# ---- uart_rx_deserializer_flat ----
==> uart_rx_deserializer_flat/floorplan.png <==
Drawn at 4 px/µm. Pins as bars on the die edge.
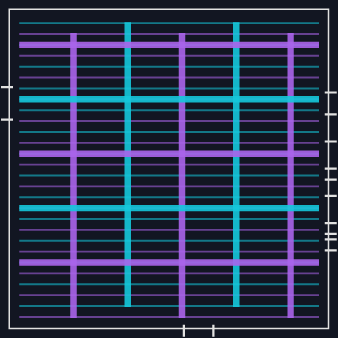

**src/rtl/uart_rx_deserializer_if.sv**
```systemverilog
// Receive-side byte bus leaving the UART deserializer.
//   data_out   : last correctly received byte
//   data_valid : one-cycle strobe, data_out updated on the same edge
//   frame_err  : one-cycle strobe, stop bit sampled low
//   busy       : receiver is inside a frame (FSM not idle)
// master = deserializer (drives), slave = consumer (command decoder).
interface uart_rx_deserializer_if;
  logic [7:0] data_out;
  logic       data_valid;
  logic       frame_err;
  logic       busy;

  modport master (output data_out, data_valid, frame_err, busy);
  modport slave  (input  data_out, data_valid, frame_err, busy);
endinterface

```
**src/rtl/uart_rx_deserializer.sv**
```systemverilog
// 8N1 UART receive deserializer with mid-bit sampling.
//   clk    : system clock
//   rst    : asynchronous active-low reset
//   rx     : raw asynchronous serial line (idles high)
//   out_if : byte bus (data_out / data_valid / frame_err / busy)
// Glitches shorter than half a bit are rejected at the start-bit centre;
// a low stop bit raises frame_err and parks in BREAK until the line idles.
module uart_rx_deserializer #(
  parameter int CLKS_PER_BIT = 434
) (
  input  logic                   clk,
  input  logic                   rst,
  input  logic                   rx,
  uart_rx_deserializer_if.master out_if
);
  localparam int HALF_BIT = (CLKS_PER_BIT - 1) / 2;
  localparam int CW       = $clog2(CLKS_PER_BIT);
  localparam logic [CW-1:0] HALF_C = CW'(HALF_BIT);
  localparam logic [CW-1:0] LAST_C = CW'(CLKS_PER_BIT - 1);

  typedef enum logic [2:0] {IDLE, START, DATA, STOP, BREAK} state_t;

  state_t          state_q, state_d;
  logic            rx_meta, rx_s;
  logic [CW-1:0]   cnt;
  logic [2:0]      bit_idx;
  logic [7:0]      shift;
  logic [7:0]      dout_q;
  logic            dv_q, fe_q;
  logic            dv_d, fe_d, sample_data;

  // Two-flop synchroniser; resets to the idle (high) line level.
  always_ff @(posedge clk or negedge rst) begin
    if (!rst) begin
      rx_meta <= 1'b1;
      rx_s    <= 1'b1;
    end else begin
      rx_meta <= rx;
      rx_s    <= rx_meta;
    end
  end

  always_ff @(posedge clk or negedge rst) begin
    if (!rst) state_q <= IDLE;
    else      state_q <= state_d;
  end

  always_comb begin
    state_d     = state_q;
    dv_d        = 1'b0;
    fe_d        = 1'b0;
    sample_data = 1'b0;
    case (state_q)
      IDLE:  if (!rx_s) state_d = START;
      START: if (cnt == HALF_C) state_d = rx_s ? IDLE : DATA;
      DATA: if (cnt == LAST_C) begin
        sample_data = 1'b1;
        if (bit_idx == 3'd7) state_d = STOP;
      end
      // Leaving at the stop-bit centre lets a start bit that follows
      // immediately be caught with no idle gap.
      STOP: if (cnt == LAST_C) begin
        state_d = rx_s ? IDLE : BREAK;
        dv_d    = rx_s;
        fe_d    = !rx_s;
      end
      BREAK: if (rx_s) state_d = IDLE;
      default: state_d = IDLE;
    endcase
  end

  // Bit timer: restarts on every state change and at each data-bit centre.
  always_ff @(posedge clk or negedge rst) begin
    if (!rst)                                   cnt <= '0;
    else if (state_d != state_q)                cnt <= '0;
    else if (state_q inside {START, DATA, STOP}) cnt <= (cnt == LAST_C) ? '0 : cnt + CW'(1);
    else                                        cnt <= '0;
  end

  always_ff @(posedge clk or negedge rst) begin
    if (!rst) begin
      bit_idx <= '0;
      shift   <= '0;
    end else if (state_q == START) begin
      bit_idx <= '0;
    end else if (sample_data) begin
      shift[bit_idx] <= rx_s;   // LSB first
      bit_idx        <= bit_idx + 3'd1;
    end
  end

  always_ff @(posedge clk or negedge rst) begin
    if (!rst) begin
      dout_q <= '0;
      dv_q   <= 1'b0;
      fe_q   <= 1'b0;
    end else begin
      dv_q <= dv_d;
      fe_q <= fe_d;
      if (dv_d) dout_q <= shift;
    end
  end

  assign out_if.data_out   = dout_q;
  assign out_if.data_valid = dv_q;
  assign out_if.frame_err  = fe_q;
  assign out_if.busy       = (state_q != IDLE);
endmodule

```
**src/flat_wrapper.sv**
```systemverilog
// flat-port wrapper written by rule: the top's interface ports become plain ports
module uart_rx_deserializer_flat 
#(
  parameter int CLKS_PER_BIT = 434
)
  (clk, rst, rx, out_if_data_out, out_if_data_valid, out_if_frame_err, out_if_busy);
  uart_rx_deserializer_if out_if_i ();
  input  logic clk;
  input  logic rst;
  input  logic rx;
  output wire logic [$bits(out_if_i.data_out)-1:0] out_if_data_out;
  output wire logic [$bits(out_if_i.data_valid)-1:0] out_if_data_valid;
  output wire logic [$bits(out_if_i.frame_err)-1:0] out_if_frame_err;
  output wire logic [$bits(out_if_i.busy)-1:0] out_if_busy;
  assign out_if_data_out = out_if_i.data_out;
  assign out_if_data_valid = out_if_i.data_valid;
  assign out_if_frame_err = out_if_i.frame_err;
  assign out_if_busy = out_if_i.busy;
  uart_rx_deserializer #(.CLKS_PER_BIT(CLKS_PER_BIT)) u_core (.clk(clk), .rst(rst), .rx(rx), .out_if(out_if_i));
endmodule
```
**config.mk**
```make
export PLATFORM = sky130hd
export DESIGN_NAME = uart_rx_deserializer_flat
export DESIGN_NICKNAME = d
export VERILOG_FILES = /design/src/rtl/uart_rx_deserializer_if.sv /design/src/rtl/uart_rx_deserializer.sv /design/src/flat_wrapper.sv
export SDC_FILE = /design/constraint.sdc
export NUM_CORES = 1
export LEC_CHECK = 0
export CORE_MARGIN = 2
export CORE_UTILIZATION = 30
export DETAILED_ROUTE_END_ITERATION = 16
export PLACE_DENSITY = 0.59
export SLEW_MARGIN = 20
export SYNTH_ARGS = -nofsm -noshare
export SYNTH_HDL_FRONTEND = slang
export SYNTH_SLANG_ARGS = --single-unit
```
**constraint.sdc**
```tcl
create_clock -name clk -period 2 [get_ports clk]
set_clock_uncertainty 0.05 [all_clocks]
set_input_delay 0.4 -clock clk [delete_from_list [all_inputs] [get_ports clk]]
set_output_delay 0.4 -clock clk [all_outputs]
set_load 0.005 [all_outputs]
```
# ---- axilite_arb ----
[src/rtl/axilite_arb.sv]
// Two-master to one-slave AXI4-Lite arbiter. Write (AW/W/B) and read (AR/R) paths
// arbitrate independently, round-robin, one outstanding transaction each.
module axilite_arb #(
    parameter int AW = 64,
    parameter int DW = 64
) (
    input  logic              clk,
    input  logic              nreset,
    // master 0
    input  logic [AW-1:0]     s0_axi_awaddr,
    input  logic [2:0]        s0_axi_awprot,
    input  logic              s0_axi_awvalid,
    output logic              s0_axi_awready,
    input  logic [DW-1:0]     s0_axi_wdata,
    input  logic [DW/8-1:0]   s0_axi_wstrb,
    input  logic              s0_axi_wvalid,
    output logic              s0_axi_wready,
    output logic [1:0]        s0_axi_bresp,
    output logic              s0_axi_bvalid,
    input  logic              s0_axi_bready,
    input  logic [AW-1:0]     s0_axi_araddr,
    input  logic [2:0]        s0_axi_arprot,
    input  logic              s0_axi_arvalid,
    output logic              s0_axi_arready,
    output logic [DW-1:0]     s0_axi_rdata,
    output logic [1:0]        s0_axi_rresp,
    output logic              s0_axi_rvalid,
    input  logic              s0_axi_rready,
    // master 1
    input  logic [AW-1:0]     s1_axi_awaddr,
    input  logic [2:0]        s1_axi_awprot,
    input  logic              s1_axi_awvalid,
    output logic              s1_axi_awready,
    input  logic [DW-1:0]     s1_axi_wdata,
    input  logic [DW/8-1:0]   s1_axi_wstrb,
    input  logic              s1_axi_wvalid,
    output logic              s1_axi_wready,
    output logic [1:0]        s1_axi_bresp,
    output logic              s1_axi_bvalid,
    input  logic              s1_axi_bready,
    input  logic [AW-1:0]     s1_axi_araddr,
    input  logic [2:0]        s1_axi_arprot,
    input  logic              s1_axi_arvalid,
    output logic              s1_axi_arready,
    output logic [DW-1:0]     s1_axi_rdata,
    output logic [1:0]        s1_axi_rresp,
    output logic              s1_axi_rvalid,
    input  logic              s1_axi_rready,
    // shared slave
    output logic [AW-1:0]     m_axi_awaddr,
    output logic [2:0]        m_axi_awprot,
    output logic              m_axi_awvalid,
    input  logic              m_axi_awready,
    output logic [DW-1:0]     m_axi_wdata,
    output logic [DW/8-1:0]   m_axi_wstrb,
    output logic              m_axi_wvalid,
    input  logic              m_axi_wready,
    input  logic [1:0]        m_axi_bresp,
    input  logic              m_axi_bvalid,
    output logic              m_axi_bready,
    output logic [AW-1:0]     m_axi_araddr,
    output logic [2:0]        m_axi_arprot,
    output logic              m_axi_arvalid,
    input  logic              m_axi_arready,
    input  logic [DW-1:0]     m_axi_rdata,
    input  logic [1:0]        m_axi_rresp,
    input  logic              m_axi_rvalid,
    output logic              m_axi_rready
);

    typedef enum logic [1:0] {WIDLE, WADDR, WRESP} wstate_t;
    typedef enum logic [1:0] {RIDLE, RADDR, RRESP} rstate_t;

    wstate_t wstate_q, wstate_d;
    rstate_t rstate_q, rstate_d;
    logic    wgnt_q, wgnt_d, wptr_q, wptr_d;
    logic    aw_done_q, aw_done_d, w_done_q, w_done_d;
    logic    rgnt_q, rgnt_d, rptr_q, rptr_d;

    logic              aw_ok, w_ok;
    logic [AW-1:0]     sel_awaddr, sel_araddr;
    logic [2:0]        sel_awprot, sel_arprot;
    logic [DW-1:0]     sel_wdata;
    logic [DW/8-1:0]   sel_wstrb;
    logic              sel_awvalid, sel_wvalid, sel_bready, sel_arvalid, sel_rready;

    assign sel_awaddr  = wgnt_q ? s1_axi_awaddr  : s0_axi_awaddr;
    assign sel_awprot  = wgnt_q ? s1_axi_awprot  : s0_axi_awprot;
    assign sel_awvalid = wgnt_q ? s1_axi_awvalid : s0_axi_awvalid;
    assign sel_wdata   = wgnt_q ? s1_axi_wdata   : s0_axi_wdata;
    assign sel_wstrb   = wgnt_q ? s1_axi_wstrb   : s0_axi_wstrb;
    assign sel_wvalid  = wgnt_q ? s1_axi_wvalid  : s0_axi_wvalid;
    assign sel_bready  = wgnt_q ? s1_axi_bready  : s0_axi_bready;
    assign sel_araddr  = rgnt_q ? s1_axi_araddr  : s0_axi_araddr;
    assign sel_arprot  = rgnt_q ? s1_axi_arprot  : s0_axi_arprot;
    assign sel_arvalid = rgnt_q ? s1_axi_arvalid : s0_axi_arvalid;
    assign sel_rready  = rgnt_q ? s1_axi_rready  : s0_axi_rready;

    always_ff @(posedge clk or negedge nreset) begin
        if (!nreset) begin
            wstate_q  <= WIDLE;
            wgnt_q    <= 1'b0;
            wptr_q    <= 1'b0;
            aw_done_q <= 1'b0;
            w_done_q  <= 1'b0;
            rstate_q  <= RIDLE;
            rgnt_q    <= 1'b0;
            rptr_q    <= 1'b0;
        end else begin
            wstate_q  <= wstate_d;
            wgnt_q    <= wgnt_d;
            wptr_q    <= wptr_d;
            aw_done_q <= aw_done_d;
            w_done_q  <= w_done_d;
            rstate_q  <= rstate_d;
            rgnt_q    <= rgnt_d;
            rptr_q    <= rptr_d;
        end
    end

    // Write path: AW and W may finish in either order; done flags mask re-issue.
    always_comb begin
        wstate_d       = wstate_q;
        wgnt_d         = wgnt_q;
        wptr_d         = wptr_q;
        aw_done_d      = aw_done_q;
        w_done_d       = w_done_q;
        aw_ok          = 1'b0;
        w_ok           = 1'b0;
        m_axi_awaddr   = '0;
        m_axi_awprot   = '0;
        m_axi_awvalid  = 1'b0;
        m_axi_wdata    = '0;
        m_axi_wstrb    = '0;
        m_axi_wvalid   = 1'b0;
        m_axi_bready   = 1'b0;
        s0_axi_awready = 1'b0;
        s1_axi_awready = 1'b0;
        s0_axi_wready  = 1'b0;
        s1_axi_wready  = 1'b0;
        s0_axi_bresp   = 2'b00;
        s1_axi_bresp   = 2'b00;
        s0_axi_bvalid  = 1'b0;
        s1_axi_bvalid  = 1'b0;
        case (wstate_q)
            WIDLE: begin
                if (s0_axi_awvalid || s1_axi_awvalid) begin
                    wstate_d = WADDR;
                    if (s0_axi_awvalid && s1_axi_awvalid) begin
                        wgnt_d = wptr_q;
                        wptr_d = ~wptr_q;
                    end else begin
                        wgnt_d = s1_axi_awvalid;
                    end
                end
            end
            WADDR: begin
                m_axi_awaddr  = sel_awaddr;
                m_axi_awprot  = sel_awprot;
                m_axi_awvalid = sel_awvalid & ~aw_done_q;
                m_axi_wdata   = sel_wdata;
                m_axi_wstrb   = sel_wstrb;
                m_axi_wvalid  = sel_wvalid & ~w_done_q;
                aw_ok         = m_axi_awready & ~aw_done_q;
                w_ok          = m_axi_wready & ~w_done_q;
                if (wgnt_q) begin
                    s1_axi_awready = aw_ok;
                    s1_axi_wready  = w_ok;
                end else begin
                    s0_axi_awready = aw_ok;
                    s0_axi_wready  = w_ok;
                end
                if (aw_ok && sel_awvalid) aw_done_d = 1'b1;
                if (w_ok && sel_wvalid)   w_done_d  = 1'b1;
                if (aw_done_d && w_done_d) wstate_d = WRESP;
            end
            WRESP: begin
                m_axi_bready = sel_bready;
                if (wgnt_q) begin
                    s1_axi_bvalid = m_axi_bvalid;
                    s1_axi_bresp  = m_axi_bresp;
                end else begin
                    s0_axi_bvalid = m_axi_bvalid;
                    s0_axi_bresp  = m_axi_bresp;
                end
                if (m_axi_bvalid && sel_bready) begin
                    wstate_d  = WIDLE;
                    aw_done_d = 1'b0;
                    w_done_d  = 1'b0;
                end
            end
            default: wstate_d = WIDLE;
        endcase
    end

    always_comb begin
        rstate_d       = rstate_q;
        rgnt_d         = rgnt_q;
        rptr_d         = rptr_q;
        m_axi_araddr   = '0;
        m_axi_arprot   = '0;
        m_axi_arvalid  = 1'b0;
        m_axi_rready   = 1'b0;
        s0_axi_arready = 1'b0;
        s1_axi_arready = 1'b0;
        s0_axi_rdata   = '0;
        s1_axi_rdata   = '0;
        s0_axi_rresp   = 2'b00;
        s1_axi_rresp   = 2'b00;
        s0_axi_rvalid  = 1'b0;
        s1_axi_rvalid  = 1'b0;
        case (rstate_q)
            RIDLE: begin
                if (s0_axi_arvalid || s1_axi_arvalid) begin
                    rstate_d = RADDR;
                    if (s0_axi_arvalid && s1_axi_arvalid) begin
                        rgnt_d = rptr_q;
                        rptr_d = ~rptr_q;
                    end else begin
                        rgnt_d = s1_axi_arvalid;
                    end
                end
            end
            RADDR: begin
                m_axi_araddr  = sel_araddr;
                m_axi_arprot  = sel_arprot;
                m_axi_arvalid = sel_arvalid;
                if (rgnt_q) s1_axi_arready = m_axi_arready;
                else        s0_axi_arready = m_axi_arready;
                if (sel_arvalid && m_axi_arready) rstate_d = RRESP;
            end
            RRESP: begin
                m_axi_rready = sel_rready;
                if (rgnt_q) begin
                    s1_axi_rvalid = m_axi_rvalid;
                    s1_axi_rdata  = m_axi_rdata;
                    s1_axi_rresp  = m_axi_rresp;
                end else begin
                    s0_axi_rvalid = m_axi_rvalid;
                    s0_axi_rdata  = m_axi_rdata;
                    s0_axi_rresp  = m_axi_rresp;
                end
                if (m_axi_rvalid && sel_rready) rstate_d = RIDLE;
            end
            default: rstate_d = RIDLE;
        endcase
    end

endmodule
[config.mk]
export PLATFORM = sky130hd
export DESIGN_NAME = axilite_arb
export DESIGN_NICKNAME = d
export VERILOG_FILES = /design/src/rtl/axilite_arb.sv
export SDC_FILE = /design/constraint.sdc
export NUM_CORES = 1
export LEC_CHECK = 0
export CELL_PAD_IN_SITES_DETAIL_PLACEMENT = 0
export CELL_PAD_IN_SITES_GLOBAL_PLACEMENT = 1
export CORE_AREA = 5 5 326 328
export DETAILED_ROUTE_END_ITERATION = 8
export DIE_AREA = 0 0 331 333
export GPL_ROUTABILITY_DRIVEN = 0
export PLACE_DENSITY_LB_ADDON = 0.15
export SYNTH_ARGS = -nofsm -noshare
export SYNTH_HDL_FRONTEND = slang
export SYNTH_SLANG_ARGS = --single-unit
export TNS_END_PERCENT = 50
[constraint.sdc]
create_clock -name clk -period 1.37 [get_ports clk]
set_input_delay 0.137 -clock clk [delete_from_list [all_inputs] [get_ports clk]]
set_output_delay 0.137 -clock clk [all_outputs]
set_load 0.03 [all_outputs]
# ---- bch_encoder ----
$ cat config.mk
export PLATFORM = sky130hd
export DESIGN_NAME = bch_encoder
export DESIGN_NICKNAME = d
export VERILOG_FILES = /design/src/rtl/bch_pkg.sv /design/src/rtl/bch_parity_calc.sv /design/src/rtl/bch_encoder.sv
export SDC_FILE = /design/constraint.sdc
export NUM_CORES = 1
export LEC_CHECK = 0
export ABC_CLOCK_PERIOD_IN_PS = 2100
export CAP_MARGIN = 10
export CORE_MARGIN = 2
export CORE_UTILIZATION = 50
export DETAILED_ROUTE_END_ITERATION = 8
export PLACE_DENSITY = 0.74
export SYNTH_ARGS = -nofsm -noshare
export SYNTH_HDL_FRONTEND = slang
export SYNTH_SLANG_ARGS = --single-unit
$ cat constraint.sdc
create_clock -name clk -period 2.1 [get_ports clk]
set_input_delay 0.42 -clock clk [delete_from_list [all_inputs] [get_ports clk]]
set_output_delay 0.42 -clock clk [all_outputs]
set_load 0.05 [all_outputs]
$ cat src/rtl/bch_pkg.sv
// Shared constants and FSM state type for the BCH(63,51) t=2 encoder.
package bch_pkg;

  localparam int N = 63;
  localparam int K = 51;
  localparam int P = 12;
  localparam logic [12:0] GPOLY = 13'h1539;

  typedef enum logic {
    LOAD = 1'b0,
    SEND = 1'b1
  } state_t;

endpackage

$ cat src/rtl/bch_parity_calc.sv
// Combinational parity r = (m(x) * x^P) mod g(x), evaluated as an unrolled LFSR walk MSB first.
module bch_parity_calc #(
  parameter int K = bch_pkg::K,
  parameter int P = bch_pkg::P,
  parameter logic [P:0] GPOLY = bch_pkg::GPOLY
) (
  input  logic [K-1:0] msg,
  output logic [P-1:0] parity
);

  logic [P-1:0] rem;
  logic         fb;

  always_comb begin
    rem = '0;
    fb  = 1'b0;
    for (int i = K - 1; i >= 0; i--) begin
      fb  = msg[i] ^ rem[P-1];
      rem = {rem[P-2:0], 1'b0} ^ ({P{fb}} & GPOLY[P-1:0]);
    end
  end

  assign parity = rem;

endmodule

$ cat src/rtl/bch_encoder.sv
// Systematic BCH(63,51) encoder: registered parallel path plus a handshaked serial LOAD/SEND path.
//
// state | meaning
// LOAD  | accept message bits (ready_in), advance parity LFSR
// SEND  | present codeword MSB first on data_out (valid_out)
module bch_encoder
  import bch_pkg::*;
#(
  parameter int N = bch_pkg::N,
  parameter int K = bch_pkg::K,
  parameter int P = bch_pkg::P,
  parameter logic [P:0] GPOLY = bch_pkg::GPOLY
) (
  input  logic         clk,
  input  logic         rst,
  output logic         ready_in,
  input  logic         ready_out,
  input  logic         valid_in,
  output logic         valid_out,
  input  logic         data_in,
  input  logic [K-1:0] data_in_all,
  output logic [N-1:0] data_out_all,
  output logic         data_out
);

  localparam logic [5:0] LOAD_TC = 6'(K - 1);
  localparam logic [5:0] SEND_TC = 6'(N - 1);

  state_t       state;
  logic [5:0]   cnt;
  logic [P-1:0] lfsr;
  logic [P-1:0] lfsr_nxt;
  logic         fb;
  logic [N-1:0] out_sr;
  logic [P-1:0] par_all;
  logic         accept;
  logic         xfer;

  bch_parity_calc #(
    .K     (K),
    .P     (P),
    .GPOLY (GPOLY)
  ) u_parity_calc (
    .msg    (data_in_all),
    .parity (par_all)
  );

  assign accept = (state == LOAD) && valid_in && ready_in;
  assign xfer   = (state == SEND) && ready_out;

  always_comb begin
    fb       = data_in ^ lfsr[P-1];
    lfsr_nxt = {lfsr[P-2:0], 1'b0} ^ ({P{fb}} & GPOLY[P-1:0]);
  end

  // During LOAD the low K bits of out_sr act as the message register, so the
  // codeword is formed in place by appending the final parity.
  always_ff @(posedge clk or negedge rst) begin
    if (!rst) begin
      state        <= LOAD;
      cnt          <= '0;
      lfsr         <= '0;
      out_sr       <= '0;
      data_out_all <= '0;
      data_out     <= 1'b0;
      valid_out    <= 1'b0;
      ready_in     <= 1'b0;
    end else begin
      data_out_all <= {data_in_all, par_all};
      case (state)
        LOAD: begin
          ready_in <= 1'b1;
          if (accept) begin
            lfsr <= lfsr_nxt;
            if (cnt == LOAD_TC) begin
              out_sr    <= {out_sr[K-2:0], data_in, lfsr_nxt};
              data_out  <= out_sr[K-2];
              cnt       <= '0;
              ready_in  <= 1'b0;
              valid_out <= 1'b1;
              state     <= SEND;
            end else begin
              out_sr <= {out_sr[N-2:0], data_in};
              cnt    <= cnt + 6'd1;
            end
          end
        end
        SEND: begin
          if (xfer) begin
            out_sr <= {out_sr[N-2:0], 1'b0};
            if (cnt == SEND_TC) begin
              cnt       <= '0;
              lfsr      <= '0;
              data_out  <= 1'b0;
              valid_out <= 1'b0;
              ready_in  <= 1'b1;
              state     <= LOAD;
            end else begin
              cnt      <= cnt + 6'd1;
              data_out <= out_sr[N-2];
            end
          end
        end
        default: state <= LOAD;
      endcase
    end
  end

endmodule

# ---- tlc_phase_sched ----
<file path="src/rtl/tlc_pkg.sv">
// Shared definitions for the highway/country traffic-light scheduler.
//   - Colour codes driven on the hwy/cntry outputs.
//   - tlc_phase_t: 3-bit phase encoding, also exported on the phase output.
//   - tlc_colours(): maps a phase encoding to {hwy, cntry}.
package tlc_pkg;

    localparam logic [1:0] RED    = 2'd0;
    localparam logic [1:0] YELLOW = 2'd1;
    localparam logic [1:0] GREEN  = 2'd2;

    typedef enum logic [2:0] {
        StHg  = 3'd0,
        StHy  = 3'd1,
        StAr1 = 3'd2,
        StCg  = 3'd3,
        StCy  = 3'd4,
        StAr2 = 3'd5
    } tlc_phase_t;

    // Returns {hwy, cntry}. Unused encodings show all-red.
    function automatic logic [3:0] tlc_colours(input logic [2:0] st);
        logic [3:0] c;
        case (st)
            StHg:    c = {GREEN, RED};
            StHy:    c = {YELLOW, RED};
            StCg:    c = {RED, GREEN};
            StCy:    c = {RED, YELLOW};
            default: c = {RED, RED};
        endcase
        return c;
    endfunction

endpackage

</file>
<file path="src/rtl/tlc_phase_timer.sv">
// Phase timer: counts tick pulses elapsed in the current phase.
//   clk      - clock
//   clear_n  - synchronous active-low reset
//   clr_i    - synchronous clear (phase change), wins over tick_i
//   tick_i   - count enable, one-cycle pulse
//   count_o  - ticks elapsed, saturates at all-ones
module tlc_phase_timer #(
    parameter int unsigned CNT_W = 8
) (
    input  logic             clk,
    input  logic             clear_n,
    input  logic             clr_i,
    input  logic             tick_i,
    output logic [CNT_W-1:0] count_o
);

    logic [CNT_W-1:0] count_d, count_q;

    always_comb begin
        count_d = count_q;
        if (clr_i) begin
            count_d = '0;
        end else if (tick_i && (count_q != {CNT_W{1'b1}})) begin
            count_d = count_q + CNT_W'(1);
        end
    end

    always_ff @(posedge clk) begin
        if (!clear_n) begin
            count_q <= '0;
        end else begin
            count_q <= count_d;
        end
    end

    assign count_o = count_q;

endmodule

</file>
<file path="src/rtl/tlc_phase_sched.sv">
// Timed phase scheduler for the highway/country intersection.
// Sequences HG -> HY -> AR1 -> CG -> CY -> AR2 -> HG on the shared tick timebase,
// latches country-road (and optionally pedestrian) demand and enforces min/max green.
//   clk      - clock
//   clear_n  - synchronous active-low reset (returns to HG immediately)
//   tick     - timebase enable, one-cycle pulse
//   x        - country-road vehicle sensor, level
//   ped_req  - pedestrian request, level or pulse
//   hwy      - highway colour (0 red, 1 yellow, 2 green)
//   cntry    - country colour, same encoding
//   walk     - pedestrian walk indication (registered)
//   phase    - current state encoding
// Build option: define TLC_PED_EN to include the pedestrian path; otherwise ped_req is
// ignored and walk is tied low.
module tlc_phase_sched
    import tlc_pkg::*;
#(
    parameter int unsigned CNT_W     = 8,
    parameter int unsigned GREEN_MIN = 10,
    parameter int unsigned GREEN_MAX = 30,
    parameter int unsigned YELLOW_T  = 3,
    parameter int unsigned ALLRED_T  = 1
) (
    input  logic       clk,
    input  logic       clear_n,
    input  logic       tick,
    input  logic       x,
    input  logic       ped_req,
    output logic [1:0] hwy,
    output logic [1:0] cntry,
    output logic       walk,
    output logic [2:0] phase
);

    localparam longint unsigned CntMax = (64'd1 << CNT_W) - 64'd1;

    if (GREEN_MIN == 0 || GREEN_MIN >= GREEN_MAX || 64'(GREEN_MAX) > CntMax) begin : g_bad_green
        $error("tlc_phase_sched: need 1 <= GREEN_MIN < GREEN_MAX < 2**CNT_W");
    end
    if (YELLOW_T == 0 || ALLRED_T == 0) begin : g_bad_timing
        $error("tlc_phase_sched: YELLOW_T and ALLRED_T must be at least 1");
    end

    // Transitions compare the pre-increment count, so "duration N" means count == N-1.
    localparam logic [CNT_W-1:0] GMinM1 = CNT_W'(GREEN_MIN - 1);
    localparam logic [CNT_W-1:0] GMaxM1 = CNT_W'(GREEN_MAX - 1);
    localparam logic [CNT_W-1:0] YelM1  = CNT_W'(YELLOW_T - 1);
    localparam logic [CNT_W-1:0] ArM1   = CNT_W'(ALLRED_T - 1);

    logic [2:0]       state_d, state_q;
    logic [CNT_W-1:0] timer;
    logic             x_lat_d, x_lat_q;
    logic             demand;
    logic [CNT_W-1:0] cg_min;
    logic             enter_cg, leave_cg;

`ifdef TLC_PED_EN
    // With walk active the country green is held for twice the minimum; clamp to the
    // counter range (GREEN_MAX, which is always representable, still ends it).
    localparam longint unsigned WalkRaw   = 2 * 64'(GREEN_MIN) - 64'd1;
    localparam logic [CNT_W-1:0] WalkMinM1 = CNT_W'((WalkRaw > CntMax) ? CntMax : WalkRaw);

    logic ped_lat_d, ped_lat_q;
    logic walk_d, walk_q;

    assign demand = x_lat_q | ped_lat_q;
    assign cg_min = walk_q ? WalkMinM1 : GMinM1;

    always_comb begin
        ped_lat_d = enter_cg ? 1'b0 : (ped_lat_q | ped_req);
        walk_d    = walk_q;
        if (enter_cg) begin
            walk_d = ped_lat_q;
        end else if (leave_cg) begin
            walk_d = 1'b0;
        end
    end

    always_ff @(posedge clk) begin
        if (!clear_n) begin
            ped_lat_q <= 1'b0;
            walk_q    <= 1'b0;
        end else begin
            ped_lat_q <= ped_lat_d;
            walk_q    <= walk_d;
        end
    end

    assign walk = walk_q;
`else
    logic unused_ped;

    assign unused_ped = ped_req;
    assign demand     = x_lat_q;
    assign cg_min     = GMinM1;
    assign walk       = 1'b0;
`endif

    always_comb begin
        state_d = state_q;
        case (state_q)
            StHg:    if (tick && timer >= GMinM1 && demand) state_d = StHy;
            StHy:    if (tick && timer == YelM1) state_d = StAr1;
            StAr1:   if (tick && timer == ArM1) state_d = StCg;
            StCg:    if (tick && ((timer >= cg_min && !x) || timer == GMaxM1)) state_d = StCy;
            StCy:    if (tick && timer == YelM1) state_d = StAr2;
            StAr2:   if (tick && timer == ArM1) state_d = StHg;
            default: state_d = StHg;
        endcase
    end

    assign enter_cg = (state_d == StCg) && (state_q != StCg);
    assign leave_cg = (state_q == StCg) && (state_d != StCg);

    // A request arriving on the CG entry cycle is dropped; a held x re-latches next cycle.
    assign x_lat_d = enter_cg ? 1'b0 : (x_lat_q | x);

    always_ff @(posedge clk) begin
        if (!clear_n) begin
            state_q <= StHg;
            x_lat_q <= 1'b0;
        end else begin
            state_q <= state_d;
            x_lat_q <= x_lat_d;
        end
    end

    tlc_phase_timer #(
        .CNT_W (CNT_W)
    ) u_timer (
        .clk     (clk),
        .clear_n (clear_n),
        .clr_i   (state_d != state_q),
        .tick_i  (tick),
        .count_o (timer)
    );

    assign {hwy, cntry} = tlc_colours(state_q);
    assign phase        = state_q;

endmodule
</file>
<file path="config.mk">
export PLATFORM = sky130hd
export DESIGN_NAME = tlc_phase_sched
export DESIGN_NICKNAME = d
export VERILOG_FILES = /design/src/rtl/tlc_pkg.sv /design/src/rtl/tlc_phase_timer.sv /design/src/rtl/tlc_phase_sched.sv
export SDC_FILE = /design/constraint.sdc
export NUM_CORES = 1
export LEC_CHECK = 0
export CAP_MARGIN = 25
export CORE_MARGIN = 3
export CORE_UTILIZATION = 45
export DETAILED_ROUTE_END_ITERATION = 10
export GPL_TIMING_DRIVEN = 0
export PLACE_DENSITY = 0.68
export SYNTH_ARGS = -nofsm -noshare
export SYNTH_HDL_FRONTEND = slang
export SYNTH_SLANG_ARGS = --single-unit
</file>
<file path="constraint.sdc">
create_clock -name clk -period 2.8 [get_ports clk]
set_input_delay 0.84 -clock clk [delete_from_list [all_inputs] [get_ports clk]]
set_output_delay 0.84 -clock clk [all_outputs]
set_load 0.01 [all_outputs]
</file>
==> tlc_phase_sched/layers.png <==
Drawn at 10 px/µm.
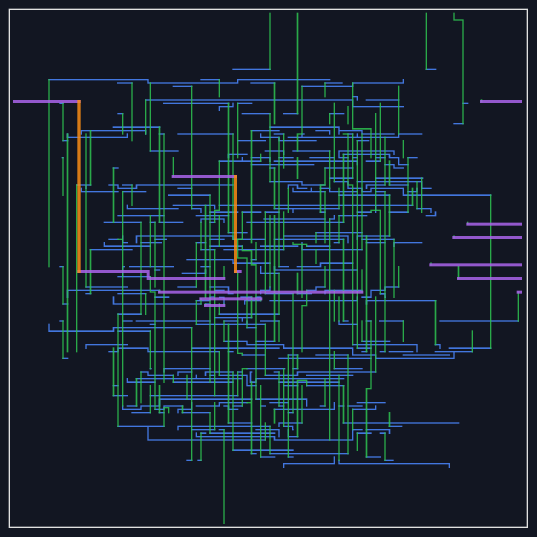
legend:
  M2:
    colour: green
    wire_length: 999 µm
  M4:
    colour: orange
    wire_length: 26.5 µm
  M1:
    colour: blue
    wire_length: 1040 µm
  M3:
    colour: purple
    wire_length: 87.4 µm
number of vias in the routed layout: 851
DRT Wirelength: 2150 µm

==> summary.txt, tlc_phase_sched <==
Update from the flow run.

The worst hold path belongs to the class register to register. The most instantiated logic cell after routing is sky130_fd_sc_hd__dfxtp_1. The met1 usage in global routing is 0.229. Routing resource usage on met3 recorded by global route was 0.0344.

Per the post-synthesis stats, the area per cell is about 8.6 µm². The flow ran to the end, and the final reports show no timing, DRC or antenna violations. Warnings reported by Yosys during synthesis add up to 0.

In the final routed layout, each cell accounts on average for 14.2 µm. The via count of the first global-routing pass is roughly 760. Using the TritonRoute via totals, the vias-per-cell ratio works out to ~5.6. The register with the most flip-flops in the layout has 8 of them. The floorplan core area is approximately 1800 µm². The floorplan core density is 0.510. The slowest stage of the critical path belongs to the cell sky130_fd_sc_hd__clkdlybuf4s50_1.
[tlc_phase_sched: cells by family (layout without fill, tap and decap cells)]
kind of cell / after synthesis / in the layout / share of synthesized area
flops: 12 / 12 / 0.256
fa+ha+maj: 5 / 5 / 0.0667
other cells: 1 / 1 / 0.00400
simple gates: 53 / 53 / 0.377
mux: 1 / 1 / 0.0107
buf+inv: 10 / 28 / 0.0533
xor+xnor: 6 / 6 / 0.0560
compound gates: 21 / 21 / 0.176
[tlc_phase_sched: through the flow]
step / cells / setup TNS, ns / util / area [µm²]
after floorplan: 109 / 0 / - / 938
after global placement: 144 / -1.53 / 0.582 / 1070
after detailed placement: 144 / -1.47 / 0.582 / 1070
after CTS: 148 / 0 / 0.601 / 1110
after global routing: 152 / 0 / 0.631 / 1160
final: 152 / 0 / 0.631 / 1160
[tlc_phase_sched: layout make-up]
class | instances | area [µm²]
Timing Repair Buffer | 14 | 155
Fill cell | 182 | 678
Multi-Input combinational cell | 87 | 648
Inverter | 5 | 18.8
Clock buffer | 4 | 36.3
Tap cell | 25 | 31.3
Sequential cell | 12 | 240
Buffer | 5 | 31.3
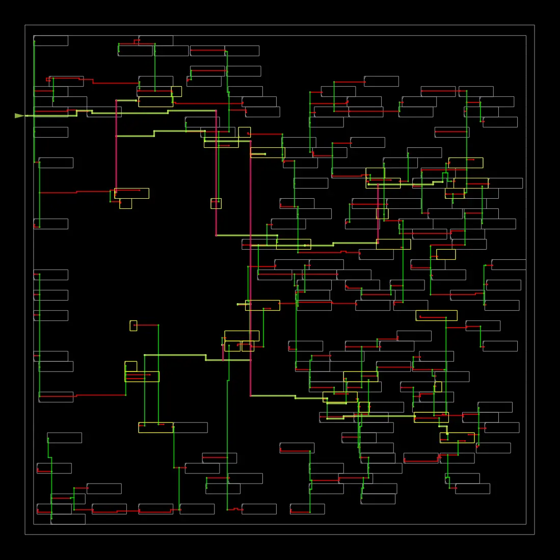
(bch_encoder/clock_nets.png)
final setup skew: 0.00778 ns
sequential cell count: 147

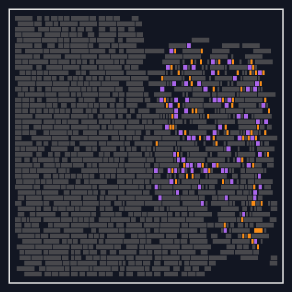
(bch_encoder/gates.png)
Drawn at 2 px/µm.
legend:
  aoi and oai cells:
    colour: purple
    cells: 80
  nor cells:
    colour: orange
    cells: 71

==> summary.txt, bch_encoder <==
Update from the flow run.

The setup-violating endpoint count in the final report is 12. For flop-to-flop paths, the worst setup slack is about 0.14 ns. The final-layout clock-cell area share is 0.0431.

Along the worst path, the maximum fanout reaches 4. The layout summary lists the proportion of cells stronger than drive strength 1 as 0.376. Following the worst setup path forward leads to its endpoint at data_out_all[5]. The checks that failed: setup timing.

The worst path required time is 2.41 ns. The layout buffer count excluding clock buffers is approximately 350. The number of detailed-routing iterations run before antenna repair is 6. The count of flip-flops with a built-in enable after synthesis is 0. The run finished, with violations left. The critical path in the final layout is reported with a setup slack of -2.27 ns. The total global-route track usage is 0.295.

Summed over all nets, the half-perimeter wirelength after detailed placement is around 16000 µm. Data on the critical path arrives at its endpoint at 4.68 ns. The number of antenna violations at the first check in global routing is 0.

The max-slew violation count is 0. The per-cell routed wire length is 22.1 µm.
==> bch_encoder: logic make-up after synthesis <==
group / count (synthesis) / synth area share
flip-flops: 147 / 0.422
adder cells (fa/ha/maj): 2 / 0.00287
AND/OR/NAND/NOR: 217 / 0.0958
XOR/XNOR: 236 / 0.400
buffers and inverters: 39 / 0.0171
AND-OR/OR-AND: 89 / 0.0631
==> bch_encoder: flip-flops by register name, summed over array words and instances (netlist names) <==
name	count
data_out_all	63
data_out	1
state	1
out_sr	62
cnt	6
lfsr	12
ready_in	1
valid_out	1
==> bch_encoder: per-layer routing <==
layer	vias up	part of all wire	routed length, µm	GRT usage
met4	0	0.044	1250	0.104
met3	91	0.050	1420	0.0552
met1	3548	0.38	11000	0.358
met5	-	0	0	0
met2	292	0.52	15000	0.525
li1	3092	-	-	-
==> bch_encoder: through the flow <==
step / util / setup slack (ns)
after CTS: 0.758 / -2.10
after floorplan: - / -2.22
final: 0.790 / -2.27
after global routing: 0.790 / -2.34
after detailed placement: 0.674 / -2.93
after global placement: 0.674 / -2.89
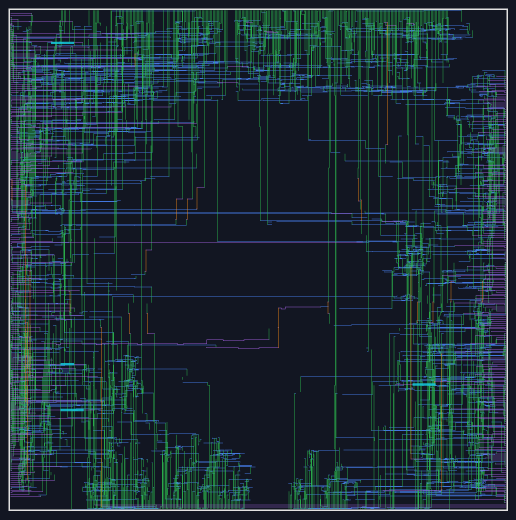
(axilite_arb/layers.png)
Drawn at 1.5 px/µm.
legend:
  M1:
    colour: blue
    wire_length: 23.5 mm
  M4:
    colour: orange
    wire_length: 977 µm
  M5:
    colour: cyan
    wire_length: 48.8 µm
  M2:
    colour: green
    wire_length: 37.4 mm
  M3:
    colour: purple
    wire_length: 7850 µm

==> summary.txt, axilite_arb <==
Update from the flow run.

The run finished, with violations left. The final reports fail on setup timing. The routed wirelength on the met1 layer is recorded as 23500 µm.

Max-cap violations in this run came to 0. After synthesis, the most frequently instantiated cells are sky130_fd_sc_hd__nor2_1, sky130_fd_sc_hd__mux2i_1, sky130_fd_sc_hd__and2_1, sky130_fd_sc_hd__buf_2, sky130_fd_sc_hd__buf_4. Of the cells placed in the final design, the portion with a size suffix greater than 1 is 0.427.

The total detailed-routing wirelength is 69800 µm. In the final timing run, aggregate negative setup slack is -122.20 ns.

The worst path required time is between 1 and 1.5 ns. Per the timing report, the achievable frequency comes out to about 0.55 GHz. The actual slew at the worst max-slew pin is 0.516 ns. The worst path setup slack after routing is -0.457 ns.

The maximum number of pins on one net before global-route repair is roughly 54. TritonCTS reports the number of clock sinks as 10. The met2 wirelength from detailed routing is 37400 µm.

The HPWL after detailed placement is 61800 µm. TritonCTS created 3 clock buffers. The registers of the reported paths see a clock transition of 0.05 ns.

The worst slew margin relative to its limit is 0.656. The setup-violating endpoint count in the final report is 361. STA reports a reg2reg setup slack of -0.31 ns. The synthesized area is between 4000 and 5000 µm². The via count of the first global-routing pass came to 9646. Setup repair after global routing could not meet its margin everywhere. By instance count after routing, the leading logic cell types are sky130_fd_sc_hd__clkdlybuf4s50_1, sky130_fd_sc_hd__buf_4, sky130_fd_sc_hd__mux2i_1, sky130_fd_sc_hd__nor2_1, sky130_fd_sc_hd__buf_12. The floorplan core area is between 100000 and 150000 µm². The routing usage on met3 is 0.0541.
axilite_arb: critical path, stage by stage, from the launching register on:
cell and delay (ns):
sky130_fd_sc_hd__dfrtp_4 0.49, sky130_fd_sc_hd__buf_12 0.16, sky130_fd_sc_hd__buf_4 0.16, sky130_fd_sc_hd__mux2_4 0.32, sky130_fd_sc_hd__and2_1 0.15, sky130_fd_sc_hd__buf_6 0.14
axilite_arb: registers in the layout (all words and copies together), names as in the netlist:
name,count
wgnt_q,1
w_done_q,1
wptr_q,1
aw_done_q,1
rgnt_q,1
rptr_q,1
rstate_q,2
wstate_q,2
axilite_arb: kinds of logic after synthesis:
logic type | synth area share
AND/OR/NAND/NOR | 0.387
multiplexers | 0.447
buffers and inverters | 0.0866
AND-OR/OR-AND | 0.0232
flip-flops | 0.0526
XOR/XNOR | 0.00368
axilite_arb: area by class of cell:
type | count | area, µm²
sequential | 10 | 258
tap | 1380 | 1730
multi-input combinational | 609 | 4800
fill | 11600 | 84900
clock buffer | 4 | 88.8
timing repair buffer | 980 | 11100
antenna | 15 | 37.5
inverter | 4 | 17.5
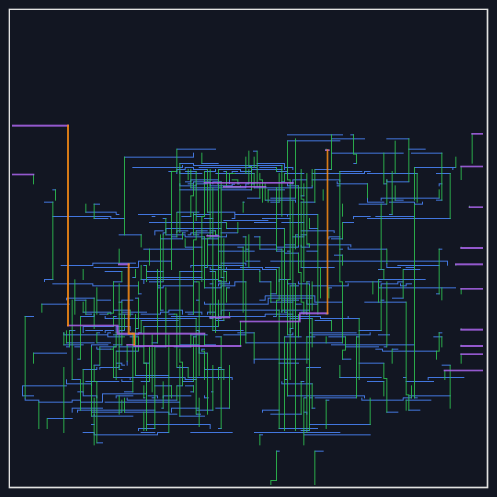
(uart_rx_deserializer_flat/layers.png)
Drawn at 6 px/µm.
legend:
  M3:
    colour: purple
    wire_length: 135 µm
  M4:
    colour: orange
    wire_length: 74.9 µm
  M2:
    colour: green
    wire_length: 1550 µm
  M1:
    colour: blue
    wire_length: 1590 µm
routed length per instance: 12.9 µm
total global-route track usage: 0.119
DRT Wirelength: 3340 µm

## Picture notes: uart_rx_deserializer_flat/floorplan.png
legend:
  VDD:
    colour: cyan
  VSS:
    colour: purple
met4 straps: 5
met5 straps: 5
rows: 27
standard cell core area: 5510 µm²
height of the die: 79.5 µm

==> summary.txt, uart_rx_deserializer_flat <==
Update from the flow run.

The run finished with clean final reports. The main logic family after synthesis is simple AND/OR/NAND/NOR gates. The critical hold path startpoint is u_core.rx_meta. The die covers roughly 6300 µm².

The stage logs contain a warning count of 28. The number of nets in the final layout is 194. Across all setup checks in the final design, the least slack found is 0.0549 ns. The register with the most flip-flops in the final layout is u_core.cnt. Looking at area per cell type in the netlist, the leader is sky130_fd_sc_hd__dfrtp_1. The transition time recorded at the tightest slew-check pin is 0.445 ns.

By startpoint and endpoint, the worst setup path is classified as register to register. Counting flops with a built-in enable in the synthesized netlist gives 0. For flop-to-flop paths, the worst setup slack is around 0.055 ns.

The first-pass GRT wire length is 5690 µm. The via count of the first global-routing pass is 1220. Per the synthesis report, the simple-gate share of the synthesized area is 0.209. The weighted congestion at the end of routability-driven global placement is 0.812.

The filler-free cell count of the finished design is about 260. Per the placement log, port buffering inserted 13 buffers. The path category of the worst min-delay check is register to register. Warnings reported by Yosys during synthesis add up to 0.

In this run, post-CTS hold repair placed 0 buffers. Of the total synthesized cell area, the portion taken by AND-OR and OR-AND cells is 0.0454. The number of flip-flops under the largest register name is 9. The number of cell instances after yosys synthesis is 149.

The number of nets handed over by synthesis was approximately 160. Walking the worst path, the cells encountered are nand4b_1 > or4_4 > buf_8 > nor2_8 > mux2_4. The shortest clock period the worst path allows after layout is 1.95 ns. The period utilization is 0.973. The number of gates given a new drive strength after cts is 4.

The sum of overflow across all layers after global routing is 0. Per the placement report, the placed cell count is 246. The endpoint with the worst hold slack is u_core.rx_s.

The dominant register cell is sky130_fd_sc_hd__dfrtp_1. The capture point of the worst register-to-register path is recorded as u_core.out_if.data_out[2]. The number of clock buffers added by TritonCTS is 5.
uart_rx_deserializer_flat: final cells by class:
class	instances	area [µm²]	area share
Sequential cell	35	878	0.394
Tap cell	72	90.1	0.0404
Timing Repair Buffer	37	320	0.144
Multi-Input combinational cell	101	820	0.367
Clock buffer	8	100	0.0449
Inverter	6	22.5	0.0101
uart_rx_deserializer_flat: layer usage:
| layer | GRT usage | up-vias | part of all wire |
|---|---|---|---|
| met5 | 0 | - | 0 |
| met2 | 0.182 | 27 | 0.46 |
| met3 | 0.0305 | 6 | 0.040 |
| li1 | - | 607 | - |
| met4 | 0.0672 | 0 | 0.022 |
| met1 | 0.152 | 593 | 0.47 |

==> notes/layouts.md <==
Pictures saved along the way, in no particular order.

Supply network.
Plate I
Drawn at 3 px/µm. Pins as bars on the die edge.
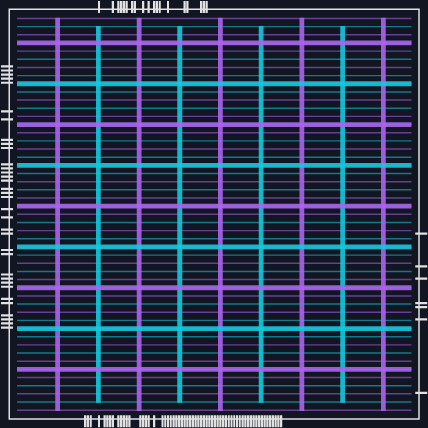
Plate II
Drawn at 1 px/µm. Pins as bars on the die edge.
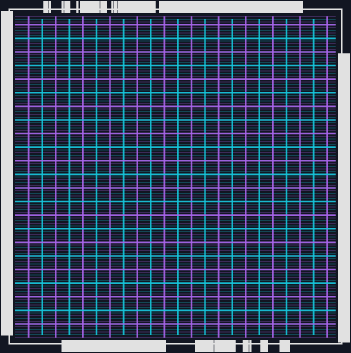
Plate III
Drawn at 8 px/µm. Pins as bars on the die edge.
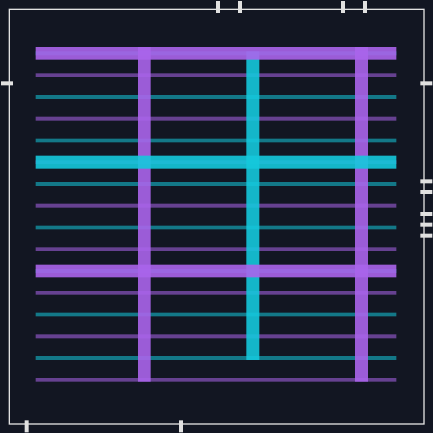
The one with the fewest pins is Plate III.
The one with the largest die is Plate II.
| picture | from |
|---|---|
| Plate I | bch_encoder |
| Plate II | axilite_arb |
| Plate III | tlc_phase_sched |



==> notes/layouts.md <==
Pictures saved along the way, in no particular order.

Routed clock nets over the placement.
panel A
Drawn at 1 px/µm.
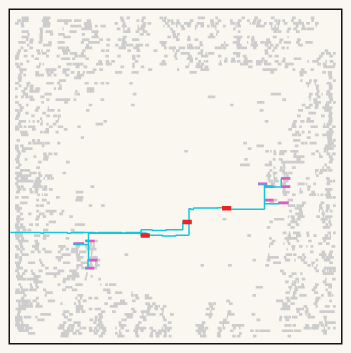
panel B
Drawn at 2 px/µm.
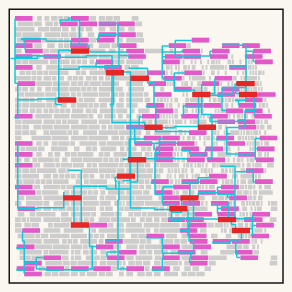
panel C
Drawn at 3 px/µm.
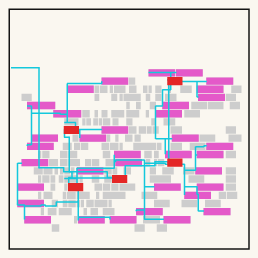
panel D
Drawn at 6 px/µm.
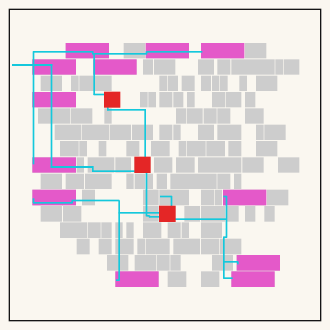
tlc_phase_sched: panel D
axilite_arb: panel A
bch_encoder: panel B
uart_rx_deserializer_flat: panel C

Key to panel D:
legend:
  clock wires:
    colour: cyan
    length: 195 µm
  flip-flops:
    colour: magenta
    count: 12
  clock-net drivers:
    colour: red
    count: 3
routed clock nets: 4
flops lie: widely spread


==> notes/layouts.md <==
Pictures saved along the way, in no particular order.

Clock nets.
(a)
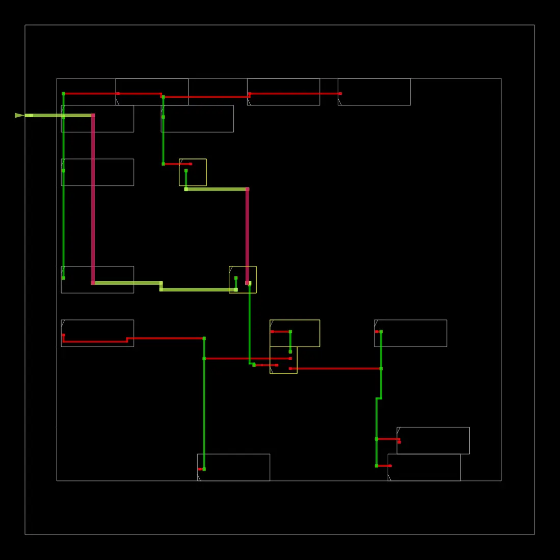
(b)
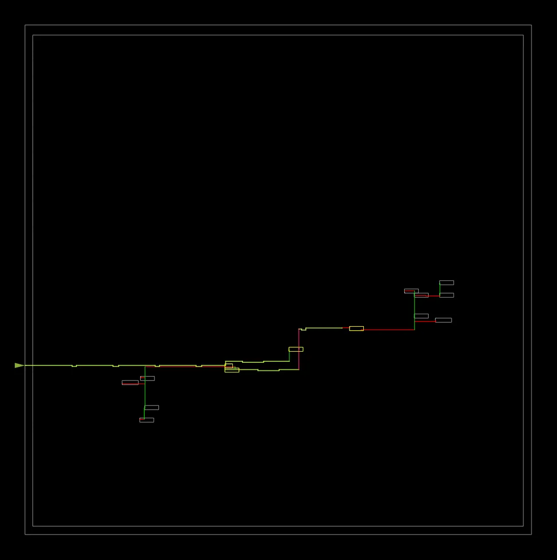
(c)
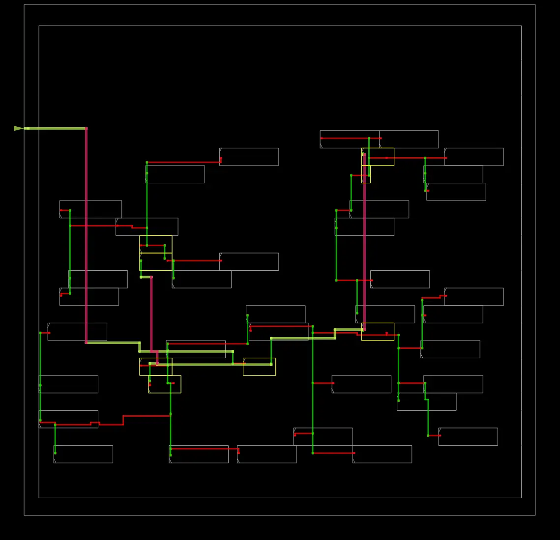
For tlc_phase_sched, see (a).
For axilite_arb, see (b).
For uart_rx_deserializer_flat, see (c).
- most sequential cells: (c)
- most clock buffers: (c)

